=== i2s_sample_tx ===
i2s_sample_tx, track usage over the die:
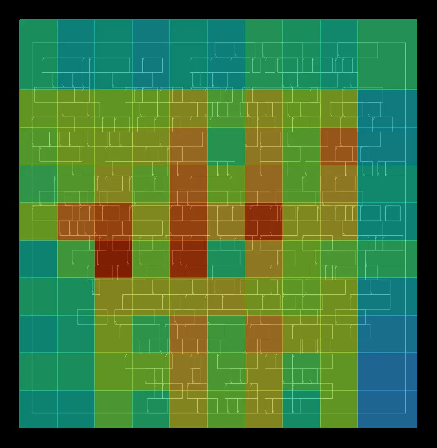

--- config.mk ---
export PLATFORM = sky130hd
export DESIGN_NAME = i2s_sample_tx
export DESIGN_NICKNAME = d
export VERILOG_FILES = /design/src/rtl/i2s_sample_tx.sv
export SDC_FILE = /design/constraint.sdc
export NUM_CORES = 1
export LEC_CHECK = 0
export CAP_MARGIN = 15
export CORE_AREA = 2 2 71 73
export DETAILED_ROUTE_END_ITERATION = 10
export DIE_AREA = 0 0 73 75
export PLACE_DENSITY = 0.64
export SYNTH_ARGS = -nofsm -noshare
export SYNTH_HDL_FRONTEND = slang
export SYNTH_SLANG_ARGS = --single-unit
--- constraint.sdc ---
create_clock -name clk_i -period 1.9 [get_ports clk_i]
set_input_delay 0.38 -clock clk_i [delete_from_list [all_inputs] [get_ports clk_i]]
set_output_delay 0.38 -clock clk_i [all_outputs]
set_load 0.1 [all_outputs]
--- src/rtl/i2s_sample_tx.sv ---
// I2S (Philips) mono sample transmitter: one-entry valid/ready holding
// buffer in front of a BCLK/LRCLK/SDATA serializer.
//
// Ports:
//   clk_i, rst_ni  : clock, synchronous active-low reset
//   enable_i       : run/stop for the serializer
//   sample_i       : signed PCM sample
//   valid_i        : sample_i is valid
//   ready_o        : holding buffer is empty
//   bclk_o         : I2S bit clock
//   lrclk_o        : word select (0 left, 1 right)
//   sdata_o        : serial data, MSB first, one BCLK after LRCLK edge
//   underrun_o     : pulse, frame started with an empty buffer
//   busy_o         : serializer is mid-frame
module i2s_sample_tx #(
  parameter int SAMPLE_W = 16,
  parameter int BCLK_DIV = 4
) (
  input  logic                clk_i,
  input  logic                rst_ni,
  input  logic                enable_i,
  input  logic [SAMPLE_W-1:0] sample_i,
  input  logic                valid_i,
  output logic                ready_o,
  output logic                bclk_o,
  output logic                lrclk_o,
  output logic                sdata_o,
  output logic                underrun_o,
  output logic                busy_o
);

  localparam int KW = $clog2(2 * SAMPLE_W);
  localparam int DW = $clog2(BCLK_DIV);

  localparam logic [KW-1:0] K_LAST = KW'(2 * SAMPLE_W - 1);
  localparam logic [KW-1:0] K_HALF = KW'(SAMPLE_W);
  localparam logic [DW-1:0] D_TC   = DW'(BCLK_DIV - 1);

  typedef enum logic [1:0] {
    S_IDLE,
    S_RUN,
    S_STOP
  } state_e;

  state_e              state_q, state_d;
  logic [DW-1:0]       div_q, div_d;
  logic [KW-1:0]       k_q, k_d;
  logic                bclk_q, bclk_d;
  logic                lrclk_q, lrclk_d;
  logic                sdata_q, sdata_d;
  logic                under_q, under_d;
  logic                ready_q, ready_d;
  logic                full_q, full_d;
  logic [SAMPLE_W-1:0] buf_q, buf_d;
  logic [SAMPLE_W-1:0] shreg_q, shreg_d;

  logic active;
  logic tc;
  logic fall;

  always_comb begin
    state_d = state_q;
    div_d   = div_q;
    k_d     = k_q;
    bclk_d  = bclk_q;
    lrclk_d = lrclk_q;
    sdata_d = sdata_q;
    under_d = 1'b0;
    full_d  = full_q;
    buf_d   = buf_q;
    shreg_d = shreg_q;

    active = (state_q != S_IDLE);
    tc     = (div_q == D_TC);
    fall   = active & tc & bclk_q;

    unique case (state_q)
      S_IDLE: if (enable_i)  state_d = S_RUN;
      S_RUN:  if (!enable_i) state_d = S_STOP;
      S_STOP: if (enable_i)  state_d = S_RUN;
      default: state_d = S_IDLE;
    endcase

    if (active) begin
      div_d = tc ? '0 : div_q + 1'b1;
      if (tc) bclk_d = ~bclk_q;
    end

    if (fall) begin
      if (state_q == S_STOP && !enable_i && k_q == '0) begin
        // Frame boundary while stopping: park the outputs and
        // leave the buffer untouched for the next run.
        state_d = S_IDLE;
        k_d     = '0;
        lrclk_d = 1'b0;
        sdata_d = 1'b0;
        shreg_d = '0;
      end else begin
        lrclk_d = (k_q >= K_HALF);
        // The register rotates left once per period after the
        // load; 2W-1 rotations leave the LSB at the top, so the
        // k=0 period carries the previous right-slot LSB.
        sdata_d = shreg_q[SAMPLE_W-1];
        k_d     = (k_q == K_LAST) ? '0 : k_q + 1'b1;
        if (k_q == '0) begin
          shreg_d = full_q ? buf_q : '0;
          under_d = ~full_q;
          full_d  = 1'b0;
        end else begin
          shreg_d = {shreg_q[SAMPLE_W-2:0], shreg_q[SAMPLE_W-1]};
        end
      end
    end

    // A transfer on a load edge lands in the freshly drained buffer.
    if (valid_i && ready_q) begin
      buf_d  = sample_i;
      full_d = 1'b1;
    end

    ready_d = ~full_d;
  end

  always_ff @(posedge clk_i) begin
    if (!rst_ni) begin
      state_q <= S_IDLE;
      div_q   <= '0;
      k_q     <= '0;
      bclk_q  <= 1'b0;
      lrclk_q <= 1'b0;
      sdata_q <= 1'b0;
      under_q <= 1'b0;
      ready_q <= 1'b0;
      full_q  <= 1'b0;
      buf_q   <= '0;
      shreg_q <= '0;
    end else begin
      state_q <= state_d;
      div_q   <= div_d;
      k_q     <= k_d;
      bclk_q  <= bclk_d;
      lrclk_q <= lrclk_d;
      sdata_q <= sdata_d;
      under_q <= under_d;
      ready_q <= ready_d;
      full_q  <= full_d;
      buf_q   <= buf_d;
      shreg_q <= shreg_d;
    end
  end

  assign ready_o    = ready_q;
  assign bclk_o     = bclk_q;
  assign lrclk_o    = lrclk_q;
  assign sdata_o    = sdata_q;
  assign underrun_o = under_q;
  assign busy_o     = (state_q != S_IDLE);

endmodule

=== keypad_scanner_flat ===
[config.mk]
export PLATFORM = sky130hd
export DESIGN_NAME = keypad_scanner_flat
export DESIGN_NICKNAME = d
export VERILOG_FILES = /design/src/rtl/keypad_scanner_if.sv /design/src/rtl/keypad_scanner.sv /design/src/flat_wrapper.sv
export SDC_FILE = /design/constraint.sdc
export NUM_CORES = 1
export LEC_CHECK = 0
export CORE_MARGIN = 2
export CORE_UTILIZATION = 40
export DETAILED_ROUTE_END_ITERATION = 16
export PLACE_DENSITY = 0.57
export SETUP_SLACK_MARGIN = 0.02
export SLEW_MARGIN = 10
export SYNTH_ARGS = -nofsm -noshare
export SYNTH_HDL_FRONTEND = slang
export SYNTH_SLANG_ARGS = --single-unit
[constraint.sdc]
create_clock -name clk -period 3.5 [get_ports clk]
set_clock_uncertainty 0.15 [all_clocks]
set_input_delay 1.05 -clock clk [delete_from_list [all_inputs] [get_ports clk]]
set_output_delay 1.05 -clock clk [all_outputs]
set_load 0.02 [all_outputs]
[src/rtl/keypad_scanner_if.sv]
// Keypad scanner bus: matrix row/column lines plus the key result outputs.
// The master side is the scanner itself; the slave side is the keypad/consumer.
interface keypad_scanner_if;
  logic [3:0] row_n;
  logic [3:0] col_n;
  logic [3:0] key_code;
  logic       key_valid;
  logic       key_held;

  modport master (
    input  row_n,
    output col_n,
    output key_code,
    output key_valid,
    output key_held
  );

  modport slave (
    output row_n,
    input  col_n,
    input  key_code,
    input  key_valid,
    input  key_held
  );
endinterface

[src/rtl/keypad_scanner.sv]
// 4x4 matrix keypad scanner.
// Drives one column low at a time, synchronizes and debounces the rows, and
// emits one hex key code per physical press. Only one key is tracked at a
// time; everything else is ignored until that key is cleanly released.
module keypad_scanner #(
  parameter int SCAN_CYCLES     = 50000,
  parameter int DEBOUNCE_CYCLES = 200000
) (
  input  logic             clk,
  input  logic             reset,
  keypad_scanner_if.master kp
);

  localparam int SW = $clog2(SCAN_CYCLES);
  localparam int DW = $clog2(DEBOUNCE_CYCLES);
  localparam logic [SW-1:0] SCAN_LAST = SW'(SCAN_CYCLES - 1);
  localparam logic [DW-1:0] DEB_LAST  = DW'(DEBOUNCE_CYCLES - 1);

  typedef enum logic [1:0] {
    SCAN,
    DEBOUNCE,
    HELD,
    RELEASE
  } state_t;

  state_t        state;
  state_t        state_next;

  logic [3:0]    row_meta;
  logic [3:0]    row_s;
  logic [SW-1:0] scan_cnt;
  logic [DW-1:0] deb_cnt;
  logic [1:0]    col_idx;
  logic [1:0]    cap_row;
  logic [3:0]    key_code_q;
  logic          key_valid_q;

  logic          row_hit;
  logic [1:0]    row_low_idx;
  logic          cap_low;
  logic          scan_last;
  logic          deb_last;

  // Row/column position to hex legend of the keypad.
  function automatic logic [3:0] key_map(input logic [1:0] r, input logic [1:0] c);
    logic [3:0] code;
    case ({r, c})
      4'h0: code = 4'h1;
      4'h1: code = 4'h2;
      4'h2: code = 4'h3;
      4'h3: code = 4'hA;
      4'h4: code = 4'h4;
      4'h5: code = 4'h5;
      4'h6: code = 4'h6;
      4'h7: code = 4'hB;
      4'h8: code = 4'h7;
      4'h9: code = 4'h8;
      4'hA: code = 4'h9;
      4'hB: code = 4'hC;
      4'hC: code = 4'hE;
      4'hD: code = 4'h0;
      4'hE: code = 4'hF;
      4'hF: code = 4'hD;
      default: code = 4'h0;
    endcase
    return code;
  endfunction

  // Two-flop synchronizer for the asynchronous, pulled-up row lines.
  always_ff @(posedge clk) begin
    if (!reset) begin
      row_meta <= 4'b1111;
      row_s    <= 4'b1111;
    end else begin
      row_meta <= kp.row_n;
      row_s    <= row_meta;
    end
  end

  // Lowest-index low row wins when several rows are pressed in one column.
  always_comb begin
    row_low_idx = 2'd3;
    if (!row_s[0])      row_low_idx = 2'd0;
    else if (!row_s[1]) row_low_idx = 2'd1;
    else if (!row_s[2]) row_low_idx = 2'd2;
    else                row_low_idx = 2'd3;
  end

  assign row_hit   = (row_s != 4'b1111);
  assign cap_low   = ~row_s[cap_row];
  assign scan_last = (scan_cnt == SCAN_LAST);
  assign deb_last  = (deb_cnt == DEB_LAST);

  // State register.
  always_ff @(posedge clk) begin
    if (!reset) state <= SCAN;
    else        state <= state_next;
  end

  // Next-state logic; only the captured row matters once a key is found.
  always_comb begin
    state_next = state;
    case (state)
      SCAN:     if (scan_last && row_hit) state_next = DEBOUNCE;
      DEBOUNCE: begin
        if (!cap_low)      state_next = SCAN;
        else if (deb_last) state_next = HELD;
      end
      HELD:     if (!cap_low) state_next = RELEASE;
      RELEASE:  begin
        if (cap_low)       state_next = HELD;
        else if (deb_last) state_next = SCAN;
      end
      default:  state_next = SCAN;
    endcase
  end

  // Counters, column position, captured row and the registered key outputs.
  always_ff @(posedge clk) begin
    if (!reset) begin
      scan_cnt    <= '0;
      deb_cnt     <= '0;
      col_idx     <= 2'd0;
      cap_row     <= 2'd0;
      key_code_q  <= 4'h0;
      key_valid_q <= 1'b0;
    end else begin
      key_valid_q <= 1'b0;

      if (state_next != state) begin
        scan_cnt <= '0;
        deb_cnt  <= '0;
      end else if (state == SCAN) begin
        scan_cnt <= scan_last ? '0 : scan_cnt + 1'b1;
      end else if (state == DEBOUNCE || state == RELEASE) begin
        deb_cnt <= deb_cnt + 1'b1;
      end

      if (state == SCAN && scan_last) begin
        if (row_hit) cap_row <= row_low_idx;
        else         col_idx <= col_idx + 2'd1;
      end

      if (state == RELEASE && !cap_low && deb_last) col_idx <= col_idx + 2'd1;

      if (state == DEBOUNCE && state_next == HELD) begin
        key_code_q  <= key_map(cap_row, col_idx);
        key_valid_q <= 1'b1;
      end
    end
  end

  // Output decode: one-hot active-low column drive and the held flag.
  always_comb begin
    kp.col_n     = ~(4'b0001 << col_idx);
    kp.key_held  = (state == HELD) || (state == RELEASE);
    kp.key_code  = key_code_q;
    kp.key_valid = key_valid_q;
  end

endmodule

[src/flat_wrapper.sv]
// flat-port wrapper written by rule: the top's interface ports become plain ports
module keypad_scanner_flat 
#(
  parameter int SCAN_CYCLES     = 50000,
  parameter int DEBOUNCE_CYCLES = 200000
)
  (clk, reset, kp_row_n, kp_col_n, kp_key_code, kp_key_valid, kp_key_held);
  keypad_scanner_if kp_i ();
  input  logic clk;
  input  logic reset;
  input wire logic [$bits(kp_i.row_n)-1:0] kp_row_n;
  output wire logic [$bits(kp_i.col_n)-1:0] kp_col_n;
  output wire logic [$bits(kp_i.key_code)-1:0] kp_key_code;
  output wire logic [$bits(kp_i.key_valid)-1:0] kp_key_valid;
  output wire logic [$bits(kp_i.key_held)-1:0] kp_key_held;
  assign kp_i.row_n = kp_row_n;
  assign kp_col_n = kp_i.col_n;
  assign kp_key_code = kp_i.key_code;
  assign kp_key_valid = kp_i.key_valid;
  assign kp_key_held = kp_i.key_held;
  keypad_scanner #(.SCAN_CYCLES(SCAN_CYCLES), .DEBOUNCE_CYCLES(DEBOUNCE_CYCLES)) u_core (.clk(clk), .reset(reset), .kp(kp_i));
endmodule
=== csr_port_arbiter ===
File: config.mk
export PLATFORM = sky130hd
export DESIGN_NAME = csr_port_arbiter
export DESIGN_NICKNAME = d
export VERILOG_FILES = /design/src/rtl/csr_port_arbiter.sv
export SDC_FILE = /design/constraint.sdc
export NUM_CORES = 1
export LEC_CHECK = 0
export CORE_AREA = 3 3 126 128
export DETAILED_ROUTE_END_ITERATION = 6
export DIE_AREA = 0 0 129 131
export PLACE_DENSITY = 0.73
export RECOVER_POWER = 100
export SLEW_MARGIN = 20
export SYNTH_ARGS = -nofsm -noshare
export SYNTH_HDL_FRONTEND = slang
export SYNTH_SLANG_ARGS = --single-unit
File: constraint.sdc
create_clock -name i_clk -period 2.71 [get_ports i_clk]
set_input_delay 0.4065 -clock i_clk [delete_from_list [all_inputs] [get_ports i_clk]]
set_output_delay 0.4065 -clock i_clk [all_outputs]
set_load 0.05 [all_outputs]
File: src/rtl/csr_port_arbiter.sv
// Round-robin, burst-bounded arbiter sharing port A of the value/column/row CSR RAMs
// between the CSR loader (requester 0) and the SpMV engine (requester 1).
module csr_port_arbiter #(
    parameter int MAX_BURST = 8,
    parameter int RD_LAT    = 1
) (
    input  logic        i_clk,
    input  logic        i_reset,
    input  logic        i_req0,
    input  logic        i_req1,
    input  logic        i_we0,
    input  logic        i_we1,
    input  logic [1:0]  i_sel0,
    input  logic [1:0]  i_sel1,
    input  logic [13:0] i_addr0,
    input  logic [13:0] i_addr1,
    input  logic [31:0] i_wdata0,
    input  logic [31:0] i_wdata1,
    output logic        o_gnt0,
    output logic        o_gnt1,
    output logic        o_rvalid0,
    output logic        o_rvalid1,
    output logic [31:0] o_rdata0,
    output logic [31:0] o_rdata1,
    output logic        o_err0,
    output logic        o_err1,
    output logic [13:0] o_ram_addr,
    output logic [9:0]  o_row_addr,
    output logic [31:0] o_ram_din,
    output logic        o_we_val,
    output logic        o_we_col,
    output logic        o_we_row,
    input  logic [31:0] i_dout_val,
    input  logic [31:0] i_dout_col,
    input  logic [31:0] i_dout_row
);

    localparam int CNT_W = (MAX_BURST > 1) ? $clog2(MAX_BURST) : 1;
    localparam logic [CNT_W-1:0] CNT_MAX = CNT_W'(MAX_BURST - 1);

    typedef enum logic [1:0] {IDLE, OWN0, OWN1} state_t;

    state_t               r_state;
    logic                 r_lastOwner;
    logic [CNT_W-1:0]     r_beatCnt;
    logic                 r_gnt0;
    logic                 r_gnt1;
    logic [13:0]          r_holdAddr;
    logic [31:0]          r_holdDin;
    logic                 r_err0;
    logic                 r_err1;
    logic [RD_LAT-1:0]    r_pValid;
    logic [RD_LAT-1:0]    r_pOwner;
    logic [RD_LAT-1:0]    r_pIll;
    logic [RD_LAT-1:0][1:0] r_pSel;

    logic        w_beat0;
    logic        w_beat1;
    logic        w_beat;
    logic        w_ownReq;
    logic        w_othReq;
    logic        w_we;
    logic [1:0]  w_sel;
    logic [13:0] w_addr;
    logic [31:0] w_wdata;
    logic        w_illegal;
    logic        w_write;
    logic        w_read;
    logic        w_retValid;
    logic        w_retOwner;
    logic [31:0] w_retData;

    assign w_beat0  = r_gnt0 & i_req0;
    assign w_beat1  = r_gnt1 & i_req1;
    assign w_beat   = w_beat0 | w_beat1;
    assign w_ownReq = r_gnt1 ? i_req1 : i_req0;
    assign w_othReq = r_gnt1 ? i_req0 : i_req1;

    assign w_we    = r_gnt1 ? i_we1    : i_we0;
    assign w_sel   = r_gnt1 ? i_sel1   : i_sel0;
    assign w_addr  = r_gnt1 ? i_addr1  : i_addr0;
    assign w_wdata = r_gnt1 ? i_wdata1 : i_wdata0;

    // The row RAM is only 1K deep, so any row access above it is treated like sel==3.
    assign w_illegal = (w_sel == 2'd3) || ((w_sel == 2'd2) && (w_addr[13:10] != 4'd0));
    assign w_write   = w_beat & w_we & ~w_illegal;
    assign w_read    = w_beat & ~w_we;

    assign o_we_val   = w_write & (w_sel == 2'd0);
    assign o_we_col   = w_write & (w_sel == 2'd1);
    assign o_we_row   = w_write & (w_sel == 2'd2);
    assign o_ram_addr = w_beat ? w_addr  : r_holdAddr;
    assign o_ram_din  = w_beat ? w_wdata : r_holdDin;
    assign o_row_addr = o_ram_addr[9:0];

    assign o_gnt0 = r_gnt0;
    assign o_gnt1 = r_gnt1;
    assign o_err0 = r_err0;
    assign o_err1 = r_err1;

    // Ownership FSM: the grant flops are the Moore outputs of the state register.
    always_ff @(posedge i_clk or posedge i_reset) begin
        if (i_reset) begin
            r_state     <= IDLE;
            r_lastOwner <= 1'b1;
            r_beatCnt   <= '0;
            r_gnt0      <= 1'b0;
            r_gnt1      <= 1'b0;
        end else begin
            case (r_state)
                IDLE: begin
                    r_beatCnt <= '0;
                    if (i_req0 && (!i_req1 || r_lastOwner)) begin
                        r_state     <= OWN0;
                        r_gnt0      <= 1'b1;
                        r_lastOwner <= 1'b0;
                    end else if (i_req1) begin
                        r_state     <= OWN1;
                        r_gnt1      <= 1'b1;
                        r_lastOwner <= 1'b1;
                    end
                end
                OWN0, OWN1: begin
                    if (!w_ownReq || ((r_beatCnt == CNT_MAX) && w_othReq)) begin
                        r_beatCnt <= '0;
                        if (w_othReq) begin
                            r_state     <= r_gnt1 ? OWN0 : OWN1;
                            r_gnt0      <= r_gnt1;
                            r_gnt1      <= ~r_gnt1;
                            r_lastOwner <= ~r_gnt1;
                        end else begin
                            r_state <= IDLE;
                            r_gnt0  <= 1'b0;
                            r_gnt1  <= 1'b0;
                        end
                    end else if (r_beatCnt != CNT_MAX) begin
                        r_beatCnt <= r_beatCnt + 1'b1;
                    end
                end
                default: begin
                    r_state <= IDLE;
                    r_gnt0  <= 1'b0;
                    r_gnt1  <= 1'b0;
                end
            endcase
        end
    end

    // Read-return pipe tracks who issued each read so returns survive ownership switches.
    always_ff @(posedge i_clk or posedge i_reset) begin
        if (i_reset) begin
            r_holdAddr <= '0;
            r_holdDin  <= '0;
            r_err0     <= 1'b0;
            r_err1     <= 1'b0;
            r_pValid   <= '0;
            r_pOwner   <= '0;
            r_pIll     <= '0;
            r_pSel     <= '0;
        end else begin
            if (w_beat) begin
                r_holdAddr <= w_addr;
                r_holdDin  <= w_wdata;
            end
            r_err0      <= w_beat0 & w_illegal;
            r_err1      <= w_beat1 & w_illegal;
            r_pValid[0] <= w_read;
            r_pOwner[0] <= r_gnt1;
            r_pIll[0]   <= w_illegal;
            r_pSel[0]   <= w_sel;
            for (int i = 1; i < RD_LAT; i++) begin
                r_pValid[i] <= r_pValid[i-1];
                r_pOwner[i] <= r_pOwner[i-1];
                r_pIll[i]   <= r_pIll[i-1];
                r_pSel[i]   <= r_pSel[i-1];
            end
        end
    end

    assign w_retValid = r_pValid[RD_LAT-1];
    assign w_retOwner = r_pOwner[RD_LAT-1];

    always_comb begin
        w_retData = '0;
        if (!r_pIll[RD_LAT-1]) begin
            case (r_pSel[RD_LAT-1])
                2'd0:    w_retData = i_dout_val;
                2'd1:    w_retData = i_dout_col;
                2'd2:    w_retData = i_dout_row;
                default: w_retData = '0;
            endcase
        end
    end

    assign o_rvalid0 = w_retValid & ~w_retOwner;
    assign o_rvalid1 = w_retValid & w_retOwner;
    assign o_rdata0  = o_rvalid0 ? w_retData : '0;
    assign o_rdata1  = o_rvalid1 ? w_retData : '0;

endmodule
i2s_sample_tx, signal wires on met2:
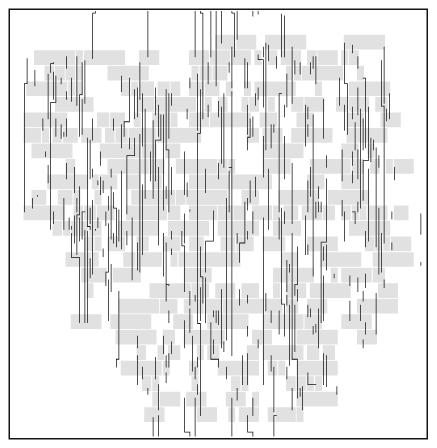
The layer holds 47% of the routed length. The longest straight run is 46.2 µm. The wires run mostly vertical. The layer carries 1,890 µm of wire. 214 nets have wire on it.

## Picture notes: 'track usage over the die' of i2s_sample_tx
met3 Use GR: 2.81%
met2 global-route usage: 26.6%

==> results.toml, i2s_sample_tx <==
# yosys + openroad results
[finish]
syn_to_final_growth_pct = 24.1
layout-drive-gt1-share_pct = 14.4

[critical_path]
endpoint_kind = "flop"
start_kind = "flop"
startpoint = "k_q[0]$_SDFFE_PN0P_"

[global_routing]
grt_overflow_total = 0
grt_max_degree = 19
grt_use_met1_pct = 20.9

[worst_hold_path]
hold_end = "buf_q[10]$_SDFFE_PN0P_"
whs_path_depth = 2
hp-class = "reg -> reg"

[pwr]
powerClk_mw = 0.692
power.group.top = "sequential cells"
finalPower_mw = 1.89

[die]
dieArea_um2 = 5480

[place]
port_buffers = 25
hpwl_mm = 2.78
place_inst = 297
gp_congestion = 0.859

[sta]
holdWs_ps = 452
rsz0062_at_grt = "no"
setup_tns_ps = 0

[run_status]
status = "finished clean"

[yosys]
ys_cells = 219

[drt]
ant_nets = 0
dr_wl_met2_mm = 1.89

[clock_network]
post_cts_buffers = 0
i2s_sample_tx: synthesized netlist by cell type (3+ instances only):
cell / count
buf_4: 3
dfxtp_1: 47
inv_1: 7
o2bb2ai_1: 15
or3_1: 3
ha_1: 4
o2bb2ai_2: 3
buf_2: 3
a221oi_1: 3
o21ai_0: 5
and2_1: 16
clkbuf_1: 4
mux2i_1: 15
a21oi_1: 22
nand2_1: 42
i2s_sample_tx: layout make-up:
type / instances / area, µm²
Multi-Input combinational cell: 151 / 1000
Clock buffer: 6 / 72.6
Sequential cell: 47 / 943
Inverter: 8 / 30.0
Timing Repair Buffer: 37 / 388
Clock inverter: 1 / 30.0
Fill cell: 425 / 2130
Tap cell: 54 / 67.6
i2s_sample_tx: tightest hold or removal path: cells and delay by family, from the launching register on:
kind / cells / cell delay (ps)
AND-OR/OR-AND: 1 / 50
AND/OR/NAND/NOR: 1 / 50
flip-flops: 1 / 310
i2s_sample_tx: kinds of logic after synthesis:
group	after synthesis	share of synthesized area, %
buffers and inverters	21	5.15
adders and majority gates	4	2.45
xor gates and xnor gates	1	0.429
AOI/OAI and AO/OA	55	20.0
DFF	47	46.1
and+or+nand+nor	75	18.0
muxes	16	7.90
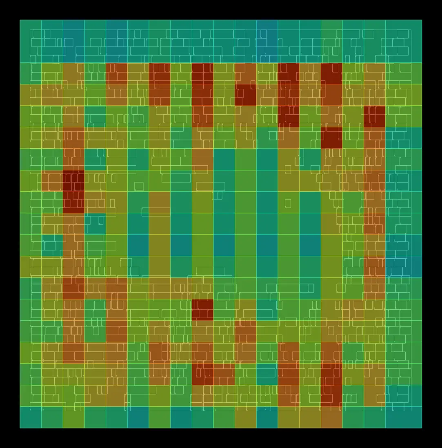
csr_port_arbiter: track usage over the die
Core Util, Final: 52.8%
met3 Use GR: 6.34%

==> results.toml, csr_port_arbiter <==
# yosys + openroad results
[yosys]
yosysTopAreaCell = "dfrtp_1"
synth_top_area_share_pct = 34.8
synth_flop_count = 61
mux_share_pct = 19.4

[run_status]
status = "complete, but fails checks"
violations = "capacitance limit, slew limit"

[drt]
dr_wl_met3_mm = 1.54

[pwr]
p_sw_mw = 5.00

[finish]
layout_top_cell = "clkdlybuf4s50_1"
reg_top3 = "r_holdDin x32, r_holdAddr x14, r_beatCnt x3"

[critical_path]
cp_slowest_cell = "dfrtp_2"
criticalPathCategory = "reg -> out"
endpoint_kind = "primary output"
ff2ff_path_depth = 6

[run]
cap_violations = 1

[die]
fp_util_pct = 28.8

[sta]
slew_violations = 62
==> csr_port_arbiter: path summary, 6_finish.rpt <==
check	slack, ps	to	start
hold / removal	480	r_holdAddr[0]$_DFF_PP0_	r_holdAddr[0]$_DFF_PP0_
setup reg to reg	560	o_gnt0$_DFFE_PP0P_	r_beatCnt[0]$_DFFE_PP0P_
max in group asynchronous	620	r_pSel[1]$_DFF_PP0_	i_reset
setup / recovery	130	o_ram_din[29]	o_gnt1$_DFFE_PP0P_
hold reg to reg	480	r_holdAddr[0]$_DFF_PP0_	r_holdAddr[0]$_DFF_PP0_
min in group asynchronous	1060	r_holdDin[24]$_DFF_PP0_	i_reset
==> csr_port_arbiter: final cells by class <==
class                   count  area share, %
clock buffers              11           2.94
clock inverters             5          0.665
inverters                  11          0.522
multi-input cells         407           31.7
flip-flops and latches     61           19.4
well taps                 188           2.98
repair buffers            343           41.8
==> csr_port_arbiter: per-stage QoR <==
step	setup TNS [ps]	std cells	instance area, µm²	utilization, %
2_1_floorplan	-5470	531	4330	-
3_3_place_gp	0	1010	8980	60.0
3_5_place_dp	0	1010	8980	60.0
4_1_cts	0	1026	9270	61.9
5_1_grt	0	1026	7910	52.8
6_report	0	1026	7910	52.8
keypad_scanner_flat, track usage over the die:
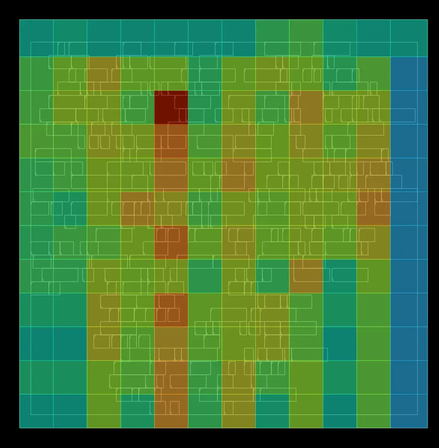
met1 Usage GRT: 18.1%
Core Util, Final: 47.0%
met3 Use GR: 3.26%

==> results.toml, keypad_scanner_flat <==
# yosys + openroad results
[run_status]
status = "finished clean"

[clock_network]
htreeDepth = 2
holdBufCountCts = 0
numCtsBuffers = 5
cts_resized = 0

[die]
fp_util_pct = 41.9
dieArea_um2 = 6970

[finish]
regMostFlops = "u_core.deb_cnt"
layout_top_cell = "dfxtp_1"
fill_cells = 598
seqCellArea_um2 = 1060
syn_to_final_growth_pct = 12.1
seq_area_share_pct = 37.4

[drt]
initialDrtViolationCount = 74
wl_met1_mm = 2.24
vias = 1841
wire_per_inst_um = 11.8
routed_wl_mm = 4.35

[place]
gp_congestion = 0.783
placed_cell_area_um2 = 2740
port_buffers = 15

[sta]
setup_tns_ps = 0
finalCritPeriodShare_pct = 85.1

[yosys]
synth.distinct_cells = 43
synth.area.top_cells = "dfxtp_1 (42%), xnor2_1 (6.9%), nor2_1 (6.1%)"
synth_top_area_share_pct = 42.0
postSynthSeqShare_pct = 42.0
synth_area_um2 = 2530

[pwr]
pg_comb_mw = 0.0413
intPower_mw = 0.791
p_per_area_nw_per_um2 = 359
vdd_ir_drop_max_v = 0.000201

[critical_path]
endpoint_kind = "primary output"

[global_routing]
top_usage_layer = "met2"

[run]
warnings = 31
keypad_scanner_flat: final timing paths:
kind	endpoint	slack (ps)	start	cells past startpoint
setup / recovery	kp_col_n[0]	520	u_core.col_idx[0]$_SDFFE_PN0P_	4
hold / removal	u_core.row_s[2]$_SDFF_PN1_	260	u_core.row_meta[2]$_SDFF_PN1_	1
setup reg to reg	u_core.deb_cnt[10]$_SDFFE_PP0P_	1020	u_core.deb_cnt[9]$_SDFFE_PP0P_	5
hold reg to reg	u_core.row_s[2]$_SDFF_PN1_	260	u_core.row_meta[2]$_SDFF_PN1_	1
keypad_scanner_flat: cells by family (layout without fill, tap and decap cells):
logic type	after synthesis	in the layout	synth area share [%]
multiplexers	14	14	6.88
AND-OR/OR-AND	12	12	3.52
flip-flops	53	53	42.0
XOR/XNOR	32	32	11.1
AND/OR/NAND/NOR	136	136	28.4
buffers and inverters	23	40	4.16
adder cells (fa/ha/maj)	8	8	3.96
keypad_scanner_flat: critical path: cells and delay by family, from the launching register on:
kind                       cells  cell delay (ps)
adders and majority gates      1              240
buffers and inverters          3              790
DFF                            1              440

==> gallery <==
Register map, names as in the netlist.
Other sequential cells in the stronger gray, the rest of the logic in the fainter gray.
panel A
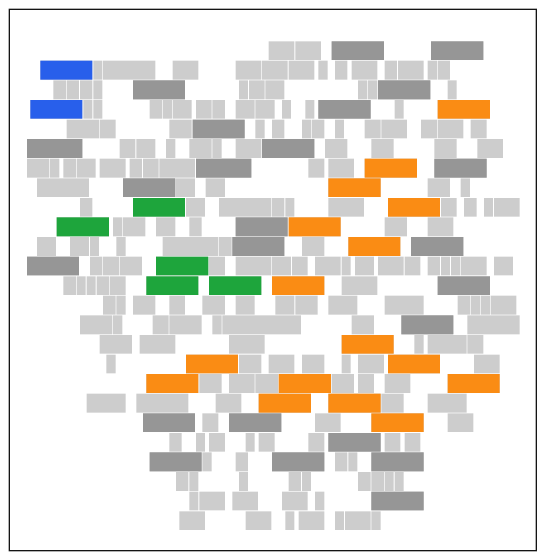
panel B
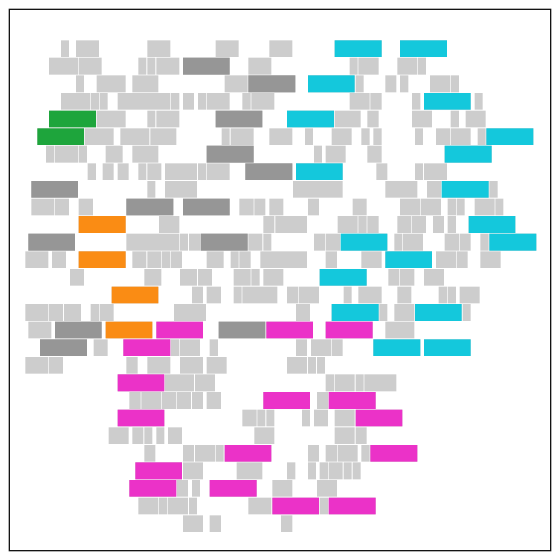
panel C
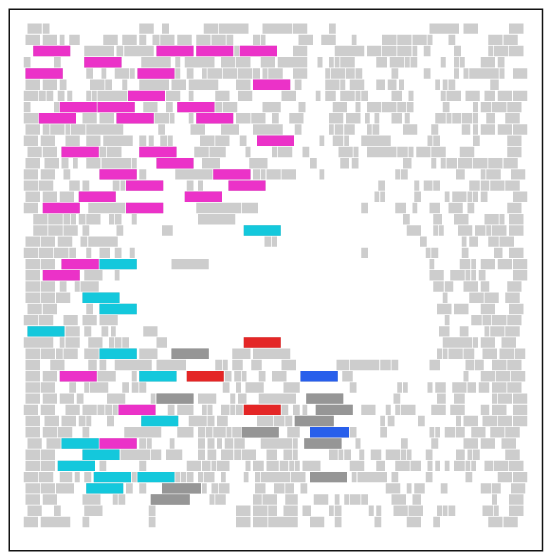
panel C: csr_port_arbiter
panel A: i2s_sample_tx
panel B: keypad_scanner_flat



==> screenshots <==
Met3 routing.
(a)
The bar under the picture is 50 µm long.
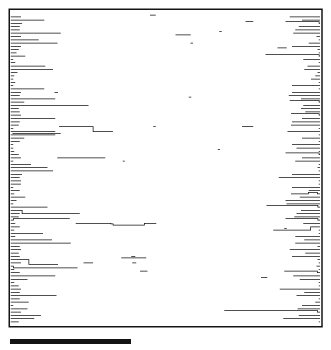
(b)
The bar under the picture is 20 µm long.
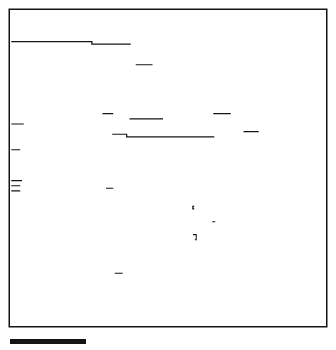
The one with the largest die is (a).
For csr_port_arbiter, see (a).
For keypad_scanner_flat, see (b).

